=== design 1 ===
--- src/rtl/ecc_pkg.sv ---
// ecc_pkg: shared Hsiao (72,64) SEC-DED constants and scrub FSM state type
// Contents: DATA_W/ECC_W/WORD_W widths, scrub_state_t, HSIAO_ROWS parity-check row masks.
package ecc_pkg;
    localparam int DATA_W = 64;
    localparam int ECC_W = 8;
    localparam int WORD_W = DATA_W + ECC_W;
    typedef enum logic [2:0] {IDLE, WAIT_INT, RD_REQ, RD_WAIT, CHECK, WB_REQ, ADVANCE} scrub_state_t;
    typedef logic [ECC_W-1:0][DATA_W-1:0] hsiao_rows_t;
    // Data columns are every weight-3 code followed by the lowest weight-5 codes, so each
    // column has odd weight and is distinct; check bits use the identity columns.
    function automatic hsiao_rows_t hsiao_rows();
        hsiao_rows_t m = '0;
        int n = 0;
        for (int w = 3; w <= 5; w += 2)
            for (int v = 0; v < 256; v++)
                if ($countones(8'(v)) == w && n < DATA_W) begin
                    for (int r = 0; r < ECC_W; r++) m[r][n] = v[r];
                    n++;
                end
        return m;
    endfunction
    localparam hsiao_rows_t HSIAO_ROWS = hsiao_rows();
endpackage

--- src/rtl/ecc_scrub_ctrl_if.sv ---
// ecc_scrub_ctrl_if: scrubber memory request/response bus
// master (scrubber): drives mem_req_valid/we/addr/wdata, samples mem_req_ready and mem_rsp_valid/rdata.
// slave (memory): the mirror image.
interface ecc_scrub_ctrl_if import ecc_pkg::*; #(
    parameter int ADDR_WIDTH = 16,
    parameter int WORD_WIDTH = WORD_W
);
    logic                  mem_req_valid;
    logic                  mem_req_ready;
    logic                  mem_req_we;
    logic [ADDR_WIDTH-1:0] mem_req_addr;
    logic [WORD_WIDTH-1:0] mem_req_wdata;
    logic                  mem_rsp_valid;
    logic [WORD_WIDTH-1:0] mem_rsp_rdata;
    modport master (
        output mem_req_valid, mem_req_we, mem_req_addr, mem_req_wdata,
        input  mem_req_ready, mem_rsp_valid, mem_rsp_rdata
    );
    modport slave (
        input  mem_req_valid, mem_req_we, mem_req_addr, mem_req_wdata,
        output mem_req_ready, mem_rsp_valid, mem_rsp_rdata
    );
endinterface

--- src/rtl/ecc_decoder.sv ---
// ecc_decoder: Hsiao (72,64) SEC-DED checker and corrector
// Ports: data_in/ecc_in (stored word in), data_out (corrected data), err_sbe, err_dbe.
module ecc_decoder import ecc_pkg::*; (
    input  logic [DATA_W-1:0] data_in,
    input  logic [ECC_W-1:0]  ecc_in,
    output logic [DATA_W-1:0] data_out,
    output logic              err_sbe,
    output logic              err_dbe
);
    logic [ECC_W-1:0] syn;
    for (genvar r = 0; r < ECC_W; r++) begin : g_syn
        assign syn[r] = ^(data_in & HSIAO_ROWS[r]) ^ ecc_in[r];
    end
    // Odd syndrome flags SBE; a bit flips only when its column matches, so check-bit
    // errors and unmatched odd syndromes leave the data untouched.
    for (genvar i = 0; i < DATA_W; i++) begin : g_bit
        logic [ECC_W-1:0] col;
        for (genvar r = 0; r < ECC_W; r++) begin : g_col
            assign col[r] = HSIAO_ROWS[r][i];
        end
        assign data_out[i] = data_in[i] ^ (col == syn);
    end
    assign err_sbe = ^syn;
    assign err_dbe = (syn != '0) && !err_sbe;
endmodule

--- src/rtl/ecc_encoder.sv ---
// ecc_encoder: Hsiao (72,64) check-bit generator
// Ports: data (64-bit in), ecc (8-bit check bits out).
module ecc_encoder import ecc_pkg::*; (
    input  logic [DATA_W-1:0] data,
    output logic [ECC_W-1:0]  ecc
);
    for (genvar r = 0; r < ECC_W; r++) begin : g_row
        assign ecc[r] = ^(data & HSIAO_ROWS[r]);
    end
endmodule

--- src/rtl/ecc_scrub_ctrl.sv ---
// ecc_scrub_ctrl: patrol scrubber that reads, checks and corrects every memory word
// Ports: clk, rst (sync, active high), scrub_en (run level), err_clr (clear pulse),
//   mem (bus master: request/response), mem_lock (hold off host writes for current word),
//   busy, pass_done (pulse after last address), sbe_cnt/dbe_cnt (saturating),
//   last_sbe_addr, first_dbe_addr (sticky since clear), dbe_irq (sticky).
module ecc_scrub_ctrl import ecc_pkg::*; #(
    parameter int DATA_WIDTH = DATA_W,
    parameter int ECC_WIDTH  = ECC_W,
    parameter int ADDR_WIDTH = 16,
    parameter int DEPTH      = 65536,
    parameter int INTERVAL   = 1024,
    parameter int CNT_WIDTH  = 16
) (
    input  logic                  clk,
    input  logic                  rst,
    input  logic                  scrub_en,
    input  logic                  err_clr,
    ecc_scrub_ctrl_if.master      mem,
    output logic                  mem_lock,
    output logic                  busy,
    output logic                  pass_done,
    output logic [CNT_WIDTH-1:0]  sbe_cnt,
    output logic [CNT_WIDTH-1:0]  dbe_cnt,
    output logic [ADDR_WIDTH-1:0] last_sbe_addr,
    output logic [ADDR_WIDTH-1:0] first_dbe_addr,
    output logic                  dbe_irq
);
    localparam int ICW = INTERVAL > 1 ? $clog2(INTERVAL) : 1;
    localparam logic [ICW-1:0] INT_LAST = ICW'(INTERVAL > 0 ? INTERVAL - 1 : 0);
    localparam logic [ADDR_WIDTH-1:0] LAST_ADDR = ADDR_WIDTH'(DEPTH - 1);
    scrub_state_t                       state;
    logic [ADDR_WIDTH-1:0]              ptr;
    logic [ICW-1:0]                     icnt;
    logic [DATA_WIDTH+ECC_WIDTH-1:0]    rdata_q;
    logic [DATA_WIDTH-1:0]              corr;
    logic [ECC_WIDTH-1:0]               enc;
    logic                               sbe;
    logic                               dbe;
    ecc_decoder u_dec (
        .data_in  (rdata_q[DATA_WIDTH-1:0]),
        .ecc_in   (rdata_q[DATA_WIDTH+:ECC_WIDTH]),
        .data_out (corr),
        .err_sbe  (sbe),
        .err_dbe  (dbe)
    );
    ecc_encoder u_enc (
        .data (corr),
        .ecc  (enc)
    );
    always_ff @(posedge clk) begin
        if (rst) begin
            state              <= IDLE;
            ptr                <= '0;
            icnt               <= '0;
            rdata_q            <= '0;
            mem.mem_req_valid  <= 1'b0;
            mem.mem_req_we     <= 1'b0;
            mem.mem_req_addr   <= '0;
            mem.mem_req_wdata  <= '0;
            mem_lock           <= 1'b0;
            busy               <= 1'b0;
            pass_done          <= 1'b0;
            sbe_cnt            <= '0;
            dbe_cnt            <= '0;
            last_sbe_addr      <= '0;
            first_dbe_addr     <= '0;
            dbe_irq            <= 1'b0;
        end else begin
            pass_done <= 1'b0;
            case (state)
                IDLE: if (scrub_en) begin
                    state <= WAIT_INT;
                    icnt  <= '0;
                    busy  <= 1'b1;
                end
                WAIT_INT: if (icnt == INT_LAST) begin
                    state             <= RD_REQ;
                    mem.mem_req_valid <= 1'b1;
                    mem.mem_req_we    <= 1'b0;
                    mem.mem_req_addr  <= ptr;
                    mem_lock          <= 1'b1;
                end else begin
                    icnt <= icnt + 1'b1;
                end
                RD_REQ: if (mem.mem_req_ready) begin
                    state             <= RD_WAIT;
                    mem.mem_req_valid <= 1'b0;
                end
                RD_WAIT: if (mem.mem_rsp_valid) begin
                    rdata_q <= mem.mem_rsp_rdata;
                    state   <= CHECK;
                end
                CHECK: if (sbe) begin
                    sbe_cnt           <= (&sbe_cnt) ? sbe_cnt : sbe_cnt + 1'b1;
                    last_sbe_addr     <= ptr;
                    mem.mem_req_wdata <= {enc, corr};
                    mem.mem_req_valid <= 1'b1;
                    mem.mem_req_we    <= 1'b1;
                    state             <= WB_REQ;
                end else begin
                    if (dbe) begin
                        dbe_cnt <= (&dbe_cnt) ? dbe_cnt : dbe_cnt + 1'b1;
                        if (dbe_cnt == '0) first_dbe_addr <= ptr;
                        dbe_irq <= 1'b1;
                    end
                    mem_lock <= 1'b0;
                    state    <= ADVANCE;
                end
                WB_REQ: if (mem.mem_req_ready) begin
                    mem.mem_req_valid <= 1'b0;
                    mem.mem_req_we    <= 1'b0;
                    mem_lock          <= 1'b0;
                    state             <= ADVANCE;
                end
                ADVANCE: begin
                    ptr       <= (ptr == LAST_ADDR) ? '0 : ptr + 1'b1;
                    pass_done <= ptr == LAST_ADDR;
                    icnt      <= '0;
                    busy      <= scrub_en;
                    state     <= scrub_en ? WAIT_INT : IDLE;
                end
                default: state <= IDLE;
            endcase
            // Clear has priority over any log update made in the same cycle.
            if (err_clr) begin
                sbe_cnt        <= '0;
                dbe_cnt        <= '0;
                last_sbe_addr  <= '0;
                first_dbe_addr <= '0;
                dbe_irq        <= 1'b0;
            end
        end
    end
endmodule

--- src/flat_wrapper.sv ---
// flat-port wrapper written by rule: the top's interface ports become plain ports
module ecc_scrub_ctrl_flat import ecc_pkg::*;
#(
    parameter int DATA_WIDTH = DATA_W,
    parameter int ECC_WIDTH  = ECC_W,
    parameter int ADDR_WIDTH = 16,
    parameter int DEPTH      = 65536,
    parameter int INTERVAL   = 1024,
    parameter int CNT_WIDTH  = 16
)
  (clk, rst, scrub_en, err_clr, mem_lock, busy, pass_done, sbe_cnt, dbe_cnt, last_sbe_addr, first_dbe_addr, dbe_irq, mem_mem_req_valid, mem_mem_req_we, mem_mem_req_addr, mem_mem_req_wdata, mem_mem_req_ready, mem_mem_rsp_valid, mem_mem_rsp_rdata);
  ecc_scrub_ctrl_if #(.ADDR_WIDTH(ADDR_WIDTH)) mem_i ();
  input  logic clk;
  input  logic rst;
  input  logic scrub_en;
  input  logic err_clr;
  output logic mem_lock;
  output logic busy;
  output logic pass_done;
  output logic [CNT_WIDTH-1:0] sbe_cnt;
  output logic [CNT_WIDTH-1:0] dbe_cnt;
  output logic [ADDR_WIDTH-1:0] last_sbe_addr;
  output logic [ADDR_WIDTH-1:0] first_dbe_addr;
  output logic dbe_irq;
  output wire logic [$bits(mem_i.mem_req_valid)-1:0] mem_mem_req_valid;
  output wire logic [$bits(mem_i.mem_req_we)-1:0] mem_mem_req_we;
  output wire logic [$bits(mem_i.mem_req_addr)-1:0] mem_mem_req_addr;
  output wire logic [$bits(mem_i.mem_req_wdata)-1:0] mem_mem_req_wdata;
  input wire logic [$bits(mem_i.mem_req_ready)-1:0] mem_mem_req_ready;
  input wire logic [$bits(mem_i.mem_rsp_valid)-1:0] mem_mem_rsp_valid;
  input wire logic [$bits(mem_i.mem_rsp_rdata)-1:0] mem_mem_rsp_rdata;
  assign mem_mem_req_valid = mem_i.mem_req_valid;
  assign mem_mem_req_we = mem_i.mem_req_we;
  assign mem_mem_req_addr = mem_i.mem_req_addr;
  assign mem_mem_req_wdata = mem_i.mem_req_wdata;
  assign mem_i.mem_req_ready = mem_mem_req_ready;
  assign mem_i.mem_rsp_valid = mem_mem_rsp_valid;
  assign mem_i.mem_rsp_rdata = mem_mem_rsp_rdata;
  ecc_scrub_ctrl #(.DATA_WIDTH(DATA_WIDTH), .ECC_WIDTH(ECC_WIDTH), .ADDR_WIDTH(ADDR_WIDTH), .DEPTH(DEPTH), .INTERVAL(INTERVAL), .CNT_WIDTH(CNT_WIDTH)) u_core (.clk(clk), .rst(rst), .scrub_en(scrub_en), .err_clr(err_clr), .mem(mem_i), .mem_lock(mem_lock), .busy(busy), .pass_done(pass_done), .sbe_cnt(sbe_cnt), .dbe_cnt(dbe_cnt), .last_sbe_addr(last_sbe_addr), .first_dbe_addr(first_dbe_addr), .dbe_irq(dbe_irq));
endmodule
--- config.mk ---
export PLATFORM = sky130hd
export DESIGN_NAME = ecc_scrub_ctrl_flat
export DESIGN_NICKNAME = d
export VERILOG_FILES = /design/src/rtl/ecc_pkg.sv /design/src/rtl/ecc_scrub_ctrl_if.sv /design/src/rtl/ecc_decoder.sv /design/src/rtl/ecc_encoder.sv /design/src/rtl/ecc_scrub_ctrl.sv /design/src/flat_wrapper.sv
export SDC_FILE = /design/constraint.sdc
export NUM_CORES = 1
export LEC_CHECK = 0
export CAP_MARGIN = 10
export CORE_UTILIZATION = 55
export CTS_BUF_LIST = sky130_fd_sc_hd__clkbuf_8
export CTS_CLUSTER_SIZE = 25
export DETAILED_ROUTE_END_ITERATION = 8
export PLACE_DENSITY_LB_ADDON = 0.15
export SKIP_CTS_REPAIR_TIMING = 1
export SLEW_MARGIN = 15
export SYNTH_ARGS = -nofsm -noshare
export SYNTH_HDL_FRONTEND = slang
export SYNTH_SLANG_ARGS = --single-unit
--- constraint.sdc ---
create_clock -name clk -period 5.79 [get_ports clk]
set_input_delay 1.158 -clock clk [delete_from_list [all_inputs] [get_ports clk]]
set_output_delay 1.158 -clock clk [all_outputs]
set_load 0.02 [all_outputs]
==> results_tabular.tex <==
% Auto-generated results table
\begin{tabular}{lr}
\hline
Metric & Value \\
\hline
\multicolumn{2}{l}{\textbf{Outcome}} \\
Result of the run & finished clean \\
\multicolumn{2}{l}{\textbf{Synthesis}} \\
Fraction of post-synthesis cell area in the top cell type by area & 0.375 \\
Yosys stat chip area & 13800 sq um \\
Synth cell types & 50 \\
Yosys adder share & 0.0172 \\
\multicolumn{2}{l}{\textbf{Power and ir drop}} \\
Clock Power & 1.66 mW \\
Combinational power share & 0.028 \\
Leakage & 5.83 nW \\
Overall power consumption & 3.54 mW \\
\multicolumn{2}{l}{\textbf{Clock tree}} \\
Number of buffers created by CTS & 44 \\
Count of clock tree sinks & 259 \\
Clock insertion delay at the later pin of the skew report & 0.59 ns \\
\multicolumn{2}{l}{\textbf{Final layout}} \\
Most frequent cells in the layout & 259 x dfxtp\_1, 248 x xnor2\_1, 244 x nand2\_1 \\
Number of buffers outside the clock class in the layout & 254 \\
Layout Utilization & 0.702 \\
Largest regs & u\_core.mem.mem\_req\_wdata x72, u\_core.rdata\_q x72 \\
Non-clock buffer contribution to total cell area & 0.147 \\
Number of sequential cells in the layout & 259 \\
\multicolumn{2}{l}{\textbf{Worst setup path}} \\
Startpoint of the worst setup timing path & u\_core.rdata\_q[21] \\
Critical setup path kind & reg -> reg \\
Max Fanout on Critical Path & 10 \\
\multicolumn{2}{l}{\textbf{Job}} \\
Max-cap check violation count & 0 \\
Tool warnings & 37 \\
\multicolumn{2}{l}{\textbf{STA}} \\
Shortest clock period the worst path allows after layout & 5.39 ns \\
\multicolumn{2}{l}{\textbf{Drt}} \\
Detailed-route wire length & 38.9 mm \\
Detail-routed via count per cell & 5.39 \\
\multicolumn{2}{l}{\textbf{Die}} \\
Cell Rows & 57 \\
\multicolumn{2}{l}{\textbf{Global route}} \\
Global routing usage on met2 & 0.521 \\
\multicolumn{2}{l}{\textbf{Place}} \\
Port buffer count & 235 \\
\hline
\end{tabular}
Figure 1. Gate-type map (design 1).
Scale: 1.5 px per micron.
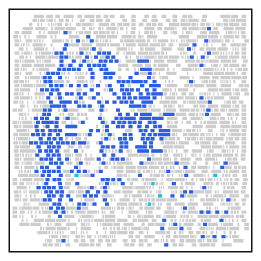
Blue marks xor and xnor cells, cells 384. Cyan marks non-inverting ao/oa cells, cells 5.
commonest non-fill, non-tap cell in the layout: dfxtp_1
multi-input gate share of total cell area: 0.473
final non-filler cell total: 2155

Figure 2. Sequential cells colored by netlist name (design 1).
Scale: 3 px per micron.
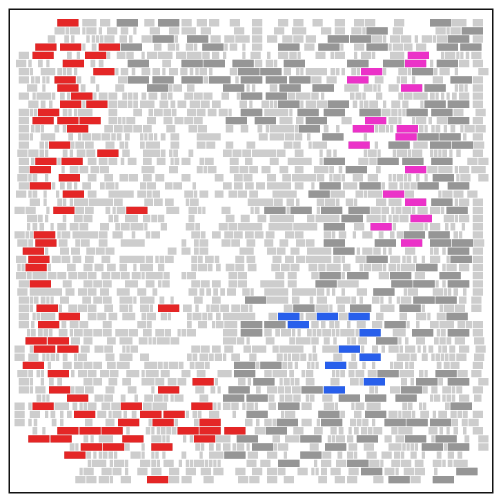
Blue marks `u_core.icnt`, sequential cells 10. Red marks `u_core.rdata_q`, sequential cells 72. Magenta marks `u_core.ptr`, sequential cells 16.
Another 161 sequential cells are not colored.
Seq group: 1.79 mW
area of all sequential standard cells: 5180 sq um
Seq area share: 0.301


=== design 2 ===
Figure 3. Sequential cells colored by netlist name (design 2).
Scale: 2 px per micron.
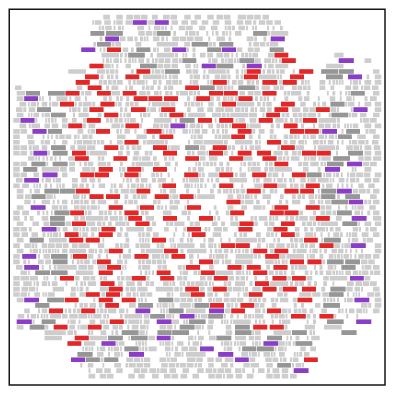
Figure 4. Routing congestion map (design 2).
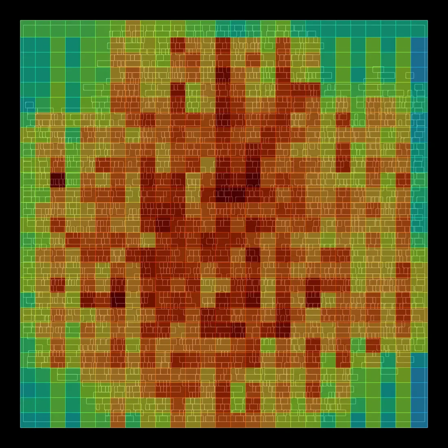
### src/rtl/lim_switch_debounce.sv
// Per-bit debouncer and sticky edge-event latch for the scanned limit-switch image.
// Latency: stable_state/rise_evt/fall_evt/changed one cycle after sample_valid; irq one more cycle.
// Backpressure: none; every sample_valid cycle is consumed as one scan.
// Optional: LIM_DEB_GLITCH_CNT_EN adds glitch_cnt/glitch_clr (rejected-bounce counter).
module lim_switch_debounce #(
    parameter int   LIM_BITS   = 48,
    parameter int   DEB_SCANS  = 4,
    parameter logic INIT_LEVEL = 1'b0
) (
    input  logic                sys_clock,
    input  logic                reset,
    input  logic                sample_valid,
    input  logic [LIM_BITS-1:0] sample_data,
    input  logic                clr_we,
    input  logic [LIM_BITS-1:0] clr_mask,
    input  logic [LIM_BITS-1:0] irq_mask,
    output logic [LIM_BITS-1:0] stable_state,
    output logic [LIM_BITS-1:0] rise_evt,
    output logic [LIM_BITS-1:0] fall_evt,
    output logic                changed,
    output logic                irq
`ifdef LIM_DEB_GLITCH_CNT_EN
    ,
    output logic [15:0]         glitch_cnt,
    input  logic                glitch_clr
`endif
);

    // Count value at which one more disagreeing scan flips the stable bit.
    localparam logic [3:0] CNT_LAST = 4'(DEB_SCANS - 1);

    logic [LIM_BITS-1:0] stable_q, stable_d;
    logic [LIM_BITS-1:0] rise_q, rise_d;
    logic [LIM_BITS-1:0] fall_q, fall_d;
    logic [3:0]          cnt_q [LIM_BITS];
    logic [3:0]          cnt_d [LIM_BITS];
    logic                changed_q, changed_d;
    logic                irq_q, irq_d;

    // Per-bit debounce counters, level toggling and event set/clear (set applied last so it wins).
    always_comb begin
        stable_d  = stable_q;
        rise_d    = rise_q;
        fall_d    = fall_q;
        changed_d = 1'b0;
        for (int i = 0; i < LIM_BITS; i++) begin
            cnt_d[i] = cnt_q[i];
        end
        if (clr_we) begin
            rise_d = rise_q & ~clr_mask;
            fall_d = fall_q & ~clr_mask;
        end
        if (sample_valid) begin
            for (int i = 0; i < LIM_BITS; i++) begin
                if (sample_data[i] == stable_q[i]) begin
                    cnt_d[i] = 4'd0;
                end else if (cnt_q[i] == CNT_LAST) begin
                    stable_d[i] = ~stable_q[i];
                    cnt_d[i]    = 4'd0;
                    changed_d   = 1'b1;
                    if (sample_data[i]) begin
                        rise_d[i] = 1'b1;
                    end else begin
                        fall_d[i] = 1'b1;
                    end
                end else begin
                    cnt_d[i] = cnt_q[i] + 4'd1;
                end
            end
        end
        // Interrupt is taken from the registered events, so it trails them by a cycle.
        irq_d = |((rise_q | fall_q) & irq_mask);
    end

    // State registers with synchronous reset.
    always_ff @(posedge sys_clock) begin
        if (reset) begin
            stable_q  <= {LIM_BITS{INIT_LEVEL}};
            rise_q    <= '0;
            fall_q    <= '0;
            changed_q <= 1'b0;
            irq_q     <= 1'b0;
            for (int i = 0; i < LIM_BITS; i++) begin
                cnt_q[i] <= 4'd0;
            end
        end else begin
            stable_q  <= stable_d;
            rise_q    <= rise_d;
            fall_q    <= fall_d;
            changed_q <= changed_d;
            irq_q     <= irq_d;
            for (int i = 0; i < LIM_BITS; i++) begin
                cnt_q[i] <= cnt_d[i];
            end
        end
    end

    assign stable_state = stable_q;
    assign rise_evt     = rise_q;
    assign fall_evt     = fall_q;
    assign changed      = changed_q;
    assign irq          = irq_q;

`ifdef LIM_DEB_GLITCH_CNT_EN
    logic        glitch_hit;
    logic [15:0] glitch_q, glitch_d;

    // A bounce is rejected when a partially counted bit sees its stable level again.
    always_comb begin
        glitch_hit = 1'b0;
        for (int i = 0; i < LIM_BITS; i++) begin
            if ((cnt_q[i] != 4'd0) && (sample_data[i] == stable_q[i])) begin
                glitch_hit = 1'b1;
            end
        end
        glitch_d = glitch_q;
        if (glitch_clr) begin
            glitch_d = 16'd0;
        end else if (sample_valid && glitch_hit && (glitch_q != 16'hFFFF)) begin
            glitch_d = glitch_q + 16'd1;
        end
    end

    // Saturating glitch counter; clear beats a same-cycle increment.
    always_ff @(posedge sys_clock) begin
        if (reset) begin
            glitch_q <= 16'd0;
        end else begin
            glitch_q <= glitch_d;
        end
    end

    assign glitch_cnt = glitch_q;
`endif

endmodule

### config.mk
export PLATFORM = sky130hd
export DESIGN_NAME = lim_switch_debounce
export DESIGN_NICKNAME = d
export VERILOG_FILES = /design/src/rtl/lim_switch_debounce.sv
export SDC_FILE = /design/constraint.sdc
export NUM_CORES = 1
export LEC_CHECK = 0
export CORE_MARGIN = 1
export CORE_UTILIZATION = 48
export CTS_CLUSTER_SIZE = 30
export DETAILED_ROUTE_END_ITERATION = 10
export GPL_TIMING_DRIVEN = 0
export HOLD_SLACK_MARGIN = 0.03
export MAX_ROUTING_LAYER = met4
export PLACE_DENSITY = 0.77
export SYNTH_ARGS = -nofsm -noshare
export SYNTH_HDL_FRONTEND = slang
export SYNTH_SLANG_ARGS = --single-unit
export TNS_END_PERCENT = 30
### constraint.sdc
create_clock -name sys_clock -period 1.8 [get_ports sys_clock]
set_input_delay 0.36 -clock sys_clock [delete_from_list [all_inputs] [get_ports sys_clock]]
set_output_delay 0.36 -clock sys_clock [all_outputs]
set_load 0.005 [all_outputs]
==> results_tabular.tex <==
% Auto-generated results table
\begin{tabular}{lr}
\hline
Metric & Value \\
\hline
\multicolumn{2}{l}{\textbf{Outcome}} \\
Result of the run & finished with violations \\
Violated checks & setup timing \\
\multicolumn{2}{l}{\textbf{Drt}} \\
Detailed router's first-iteration violation count & 1736 \\
Tally of nets with antenna violations remaining after routing & 0 \\
Detail-routed via count per cell & 6.05 \\
\multicolumn{2}{l}{\textbf{STA}} \\
Final-report setup violation count & 6 \\
Shortest clock period the worst path allows after layout & 2.01 ns \\
Slew at the pin closest to its max-slew limit & 1.12 ns \\
Setup repair after global routing missed its margin & yes \\
Min setup slack post-route & -0.209 ns \\
\multicolumn{2}{l}{\textbf{Synthesis}} \\
Largest combinational cell category by area & simple AND/OR/NAND/NOR gates \\
Post-synth net total & 2157 \\
Count of library flops with an enable pin & 0 \\
Share of the yosys chip area belonging to registers & 0.411 \\
Cell taking the most area after synthesis & dfxtp\_1 \\
\multicolumn{2}{l}{\textbf{Worst setup path}} \\
Beginning of the worst register-to-register path & cnt\_q[2][60] \\
CP Data Arrival Time & 2.40 ns \\
Logic depth of the worst register-to-register path & 6 \\
R2R Setup Slk & -0.21 ns \\
Required arrival time at the worst endpoint & 2.19 ns \\
Delay of the slowest critical-path stage & 0.43 ns \\
Highest-delay cell along the critical path & o311a\_1 \\
\multicolumn{2}{l}{\textbf{Clock tree}} \\
Clock-pin slew on the worst setup and hold paths & 0.07 ns \\
\multicolumn{2}{l}{\textbf{Die}} \\
I/O Pins & 294 \\
Cell Rows & 67 \\
\multicolumn{2}{l}{\textbf{Final layout}} \\
Fraction of layout instances using a drive strength above 1 & 0.115 \\
Fraction of area in clock buffers and inverters & 0.0568 \\
Synth-to-Final Area Change & 32.8\% \\
Final non-filler cell total & 2765 \\
\multicolumn{2}{l}{\textbf{Global route}} \\
Via count of the first global-routing pass & 16100 \\
Number of antenna violations at the first check in global routing & 1 \\
\multicolumn{2}{l}{\textbf{Power and ir drop}} \\
Leakage & 8.44 nW \\
Combinational group power & 1.59 mW \\
\hline
\end{tabular}
Notes on Figure 3 above:
Purple marks `fall_evt`, sequential cells 48, where spread over the die. Red marks `cnt_q`, sequential cells 192.
Seq group: 7.63 mW
area of all sequential standard cells: 6960 sq um
Seq area share: 0.318

Notes on Figure 4 above:
total routing usage reported by global routing: 0.350
detailed-route wire length per cell: 22.3 microns


=== design 3 ===
Figure 5. A small window of the routed layout (design 3).
Window x 299 to 324, y 300 to 325 microns. Cells in gray, sequential cells in the stronger gray; small squares are vias.
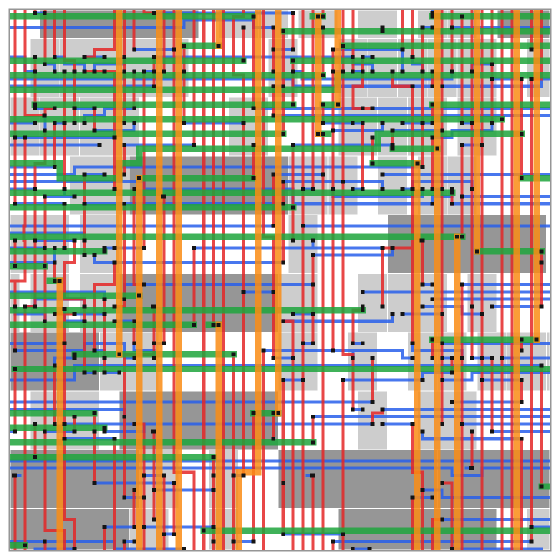
[src/rtl/vec_pkg.sv]
// Shared definitions for the slice selector / vector packer pair:
// default slice geometry, the packer state encoding and a clog2 helper.
`timescale 1ns/1ps
package vec_pkg;

    localparam int BIT_DEF = 32;
    localparam int NUM_DEF = 32;

    typedef enum logic {
        FILL = 1'b0,
        HOLD = 1'b1
    } state_e;

    // Ceiling log2, evaluated at elaboration for counter widths.
    function automatic int clog2(input int n);
        int r;
        r = 0;
        while ((1 << r) < n) r++;
        return r;
    endfunction

endpackage

[src/rtl/vec_pack_if.sv]
// Slice-in / vector-out handshake bundle of the packer.
`timescale 1ns/1ps
interface vec_pack_if #(
    parameter int BIT   = 32,
    parameter int WIDTH = 1024
);
    logic             en;
    logic [BIT-1:0]   in;
    logic             in_ready;
    logic [WIDTH-1:0] out;
    logic             out_valid;
    logic             out_ready;

    // Packer side
    modport slave (
        input  en, in, out_ready,
        output in_ready, out, out_valid
    );

    // Producer/consumer side
    modport master (
        output en, in, out_ready,
        input  in_ready, out, out_valid
    );
endinterface

[src/rtl/vec_pack.sv]
// vec_pack: collects NUM serial slices of BIT bits into one WIDTH-bit
// vector. Slice k lands at out[k*BIT +: BIT]. One assembly register plus one
// output register let a new vector fill while the previous one waits.
`timescale 1ns/1ps
module vec_pack
    import vec_pkg::*;
#(
    parameter int BIT   = BIT_DEF,
    parameter int NUM   = NUM_DEF,
    parameter int WIDTH = BIT * NUM
) (
    input  logic        clk,
    input  logic        rst,
    input  logic        clr,
    vec_pack_if.slave   bus
);

    localparam int            CW   = (clog2(NUM) < 1) ? 1 : clog2(NUM);
    localparam logic [CW-1:0] LAST = CW'(NUM - 1);

    if (WIDTH != BIT * NUM) begin : g_width_check
        $error("vec_pack: WIDTH must equal BIT*NUM");
    end

    state_e           state_q, state_d;
    logic [CW-1:0]    cnt_q, cnt_d;
    logic [WIDTH-1:0] asm_q, asm_d;
    logic [WIDTH-1:0] out_q, out_d;
    logic             out_valid_q, out_valid_d;
    logic             take;
    logic             slot_free;

    assign bus.in_ready  = (state_q == FILL);
    assign bus.out       = out_q;
    assign bus.out_valid = out_valid_q;

    assign take      = out_valid_q && bus.out_ready;
    assign slot_free = !out_valid_q || bus.out_ready;

    // Next-state: slice assembly, output slot handoff and abort handling.
    always_comb begin
        state_d     = state_q;
        cnt_d       = cnt_q;
        asm_d       = asm_q;
        out_d       = out_q;
        out_valid_d = out_valid_q;

        // Consumer handshake runs independently of clr; a new vector
        // loaded below overrides the drop.
        if (take) out_valid_d = 1'b0;

        if (clr) begin
            // Abort the partial (or pending) vector; output slot untouched.
            cnt_d   = '0;
            state_d = FILL;
            asm_d   = '0;
        end else begin
            case (state_q)
                FILL: begin
                    if (bus.en) begin
                        asm_d[int'(cnt_q) * BIT +: BIT] = bus.in;
                        if (cnt_q == LAST) begin
                            cnt_d = '0;
                            if (slot_free) begin
                                // Bypass: top slice goes straight to out.
                                out_d       = asm_d;
                                out_valid_d = 1'b1;
                            end else begin
                                state_d = HOLD;
                            end
                        end else begin
                            cnt_d = cnt_q + 1'b1;
                        end
                    end
                end
                HOLD: begin
                    // Complete vector waits in asm until the slot empties.
                    if (bus.out_ready) begin
                        out_d       = asm_q;
                        out_valid_d = 1'b1;
                        state_d     = FILL;
                    end
                end
                default: state_d = FILL;
            endcase
        end
    end

    // State and datapath registers with synchronous reset.
    always_ff @(posedge clk) begin
        if (rst) begin
            state_q     <= FILL;
            cnt_q       <= '0;
            asm_q       <= '0;
            out_q       <= '0;
            out_valid_q <= 1'b0;
        end else begin
            state_q     <= state_d;
            cnt_q       <= cnt_d;
            asm_q       <= asm_d;
            out_q       <= out_d;
            out_valid_q <= out_valid_d;
        end
    end

endmodule

[src/flat_wrapper.sv]
// flat-port wrapper written by rule: the top's interface ports become plain ports
module vec_pack_flat import vec_pkg::*;
#(
    parameter int BIT   = BIT_DEF,
    parameter int NUM   = NUM_DEF,
    parameter int WIDTH = BIT * NUM
)
  (clk, rst, clr, bus_en, bus_in, bus_out_ready, bus_in_ready, bus_out, bus_out_valid);
  vec_pack_if #(.BIT(BIT), .WIDTH(WIDTH)) bus_i ();
  input  logic clk;
  input  logic rst;
  input  logic clr;
  input wire logic [$bits(bus_i.en)-1:0] bus_en;
  input wire logic [$bits(bus_i.in)-1:0] bus_in;
  input wire logic [$bits(bus_i.out_ready)-1:0] bus_out_ready;
  output wire logic [$bits(bus_i.in_ready)-1:0] bus_in_ready;
  output wire logic [$bits(bus_i.out)-1:0] bus_out;
  output wire logic [$bits(bus_i.out_valid)-1:0] bus_out_valid;
  assign bus_i.en = bus_en;
  assign bus_i.in = bus_in;
  assign bus_i.out_ready = bus_out_ready;
  assign bus_in_ready = bus_i.in_ready;
  assign bus_out = bus_i.out;
  assign bus_out_valid = bus_i.out_valid;
  vec_pack #(.BIT(BIT), .NUM(NUM), .WIDTH(WIDTH)) u_core (.clk(clk), .rst(rst), .clr(clr), .bus(bus_i));
endmodule
[config.mk]
export PLATFORM = sky130hd
export DESIGN_NAME = vec_pack_flat
export DESIGN_NICKNAME = d
export VERILOG_FILES = /design/src/rtl/vec_pkg.sv /design/src/rtl/vec_pack_if.sv /design/src/rtl/vec_pack.sv /design/src/flat_wrapper.sv
export SDC_FILE = /design/constraint.sdc
export NUM_CORES = 2
export LEC_CHECK = 0
export ABC_CLOCK_PERIOD_IN_PS = 8450
export CORE_AREA = 4 4 411 413
export CTS_BUF_LIST = sky130_fd_sc_hd__clkbuf_2
export DETAILED_ROUTE_END_ITERATION = 16
export DIE_AREA = 0 0 415 417
export GPL_TIMING_DRIVEN = 0
export PLACE_DENSITY = 0.77
export SYNTH_ARGS = -nofsm -noshare
export SYNTH_HDL_FRONTEND = slang
export SYNTH_SLANG_ARGS = --single-unit
[constraint.sdc]
create_clock -name clk -period 8.45 [get_ports clk]
set_clock_uncertainty 0.2 [all_clocks]
set_input_delay 1.69 -clock clk [delete_from_list [all_inputs] [get_ports clk]]
set_output_delay 1.69 -clock clk [all_outputs]
set_load 0.1 [all_outputs]
==> results_tabular.tex <==
% Auto-generated results table
\begin{tabular}{lr}
\hline
Metric & Value \\
\hline
\multicolumn{2}{l}{\textbf{Final layout}} \\
Largest cell class by area & flip-flops and latches \\
Filler Cells Inserted & 15300 \\
Area of all sequential standard cells & 41100 sq um \\
Number of nets in the layout & 11200 \\
\multicolumn{2}{l}{\textbf{Job}} \\
Max-cap check violation count & 13 \\
\multicolumn{2}{l}{\textbf{Synthesis}} \\
Number of cells in Yosys stat & 9517 \\
\multicolumn{2}{l}{\textbf{Outcome}} \\
Result of the run & finished with violations \\
Violated checks & capacitance limit, slew limit \\
\multicolumn{2}{l}{\textbf{STA}} \\
Max Clk Rate & 150 MHz \\
Max-slew violation count & 122 \\
\multicolumn{2}{l}{\textbf{Die}} \\
Cell Rows & 149 \\
\multicolumn{2}{l}{\textbf{Global route}} \\
Total routing usage reported by global routing & 0.467 \\
\multicolumn{2}{l}{\textbf{Worst setup path}} \\
Beginning of the worst register-to-register path & u\_core.cnt\_q[3] \\
\multicolumn{2}{l}{\textbf{Place}} \\
Number of instances in the placed design & 12800 \\
\multicolumn{2}{l}{\textbf{Drt}} \\
Total routed wire length on the met1 layer & 150 mm \\
\hline
\end{tabular}
About Figure 5:
Orange marks M4. Blue marks M1. Red marks M2. Green marks M3.
Most frequent: nor2_1 (14), dfxtp_1 (10), clkbuf_2 (9). Sequential cells in the window: 10. Netlist names of flops here include `u_core.asm_q` (6), `u_core.bus.out` (4). 60 logic cells have their middle in the window.



==> notes/layouts.md <==
Pictures saved along the way, in no particular order.

Metal 1.
(a)
Scale: 1.5 px per micron.
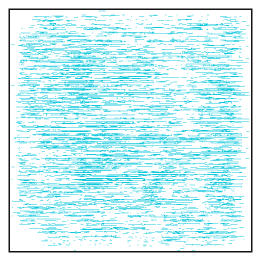
(b)
Scale: 1.5 px per micron.
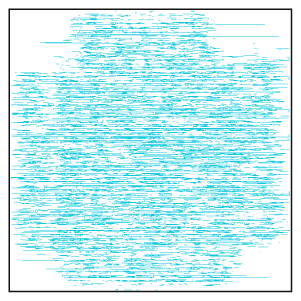
(c)
Scale: 1 px per micron.
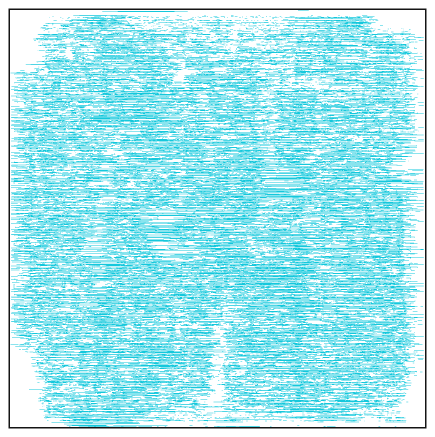
(c) is design 3.
(a) is design 1.
(b) is design 2.
Of these, largest die: (c)
Of these, smallest die: (a)

Power figures rest on the tool's default switching activity, not on a simulated workload.
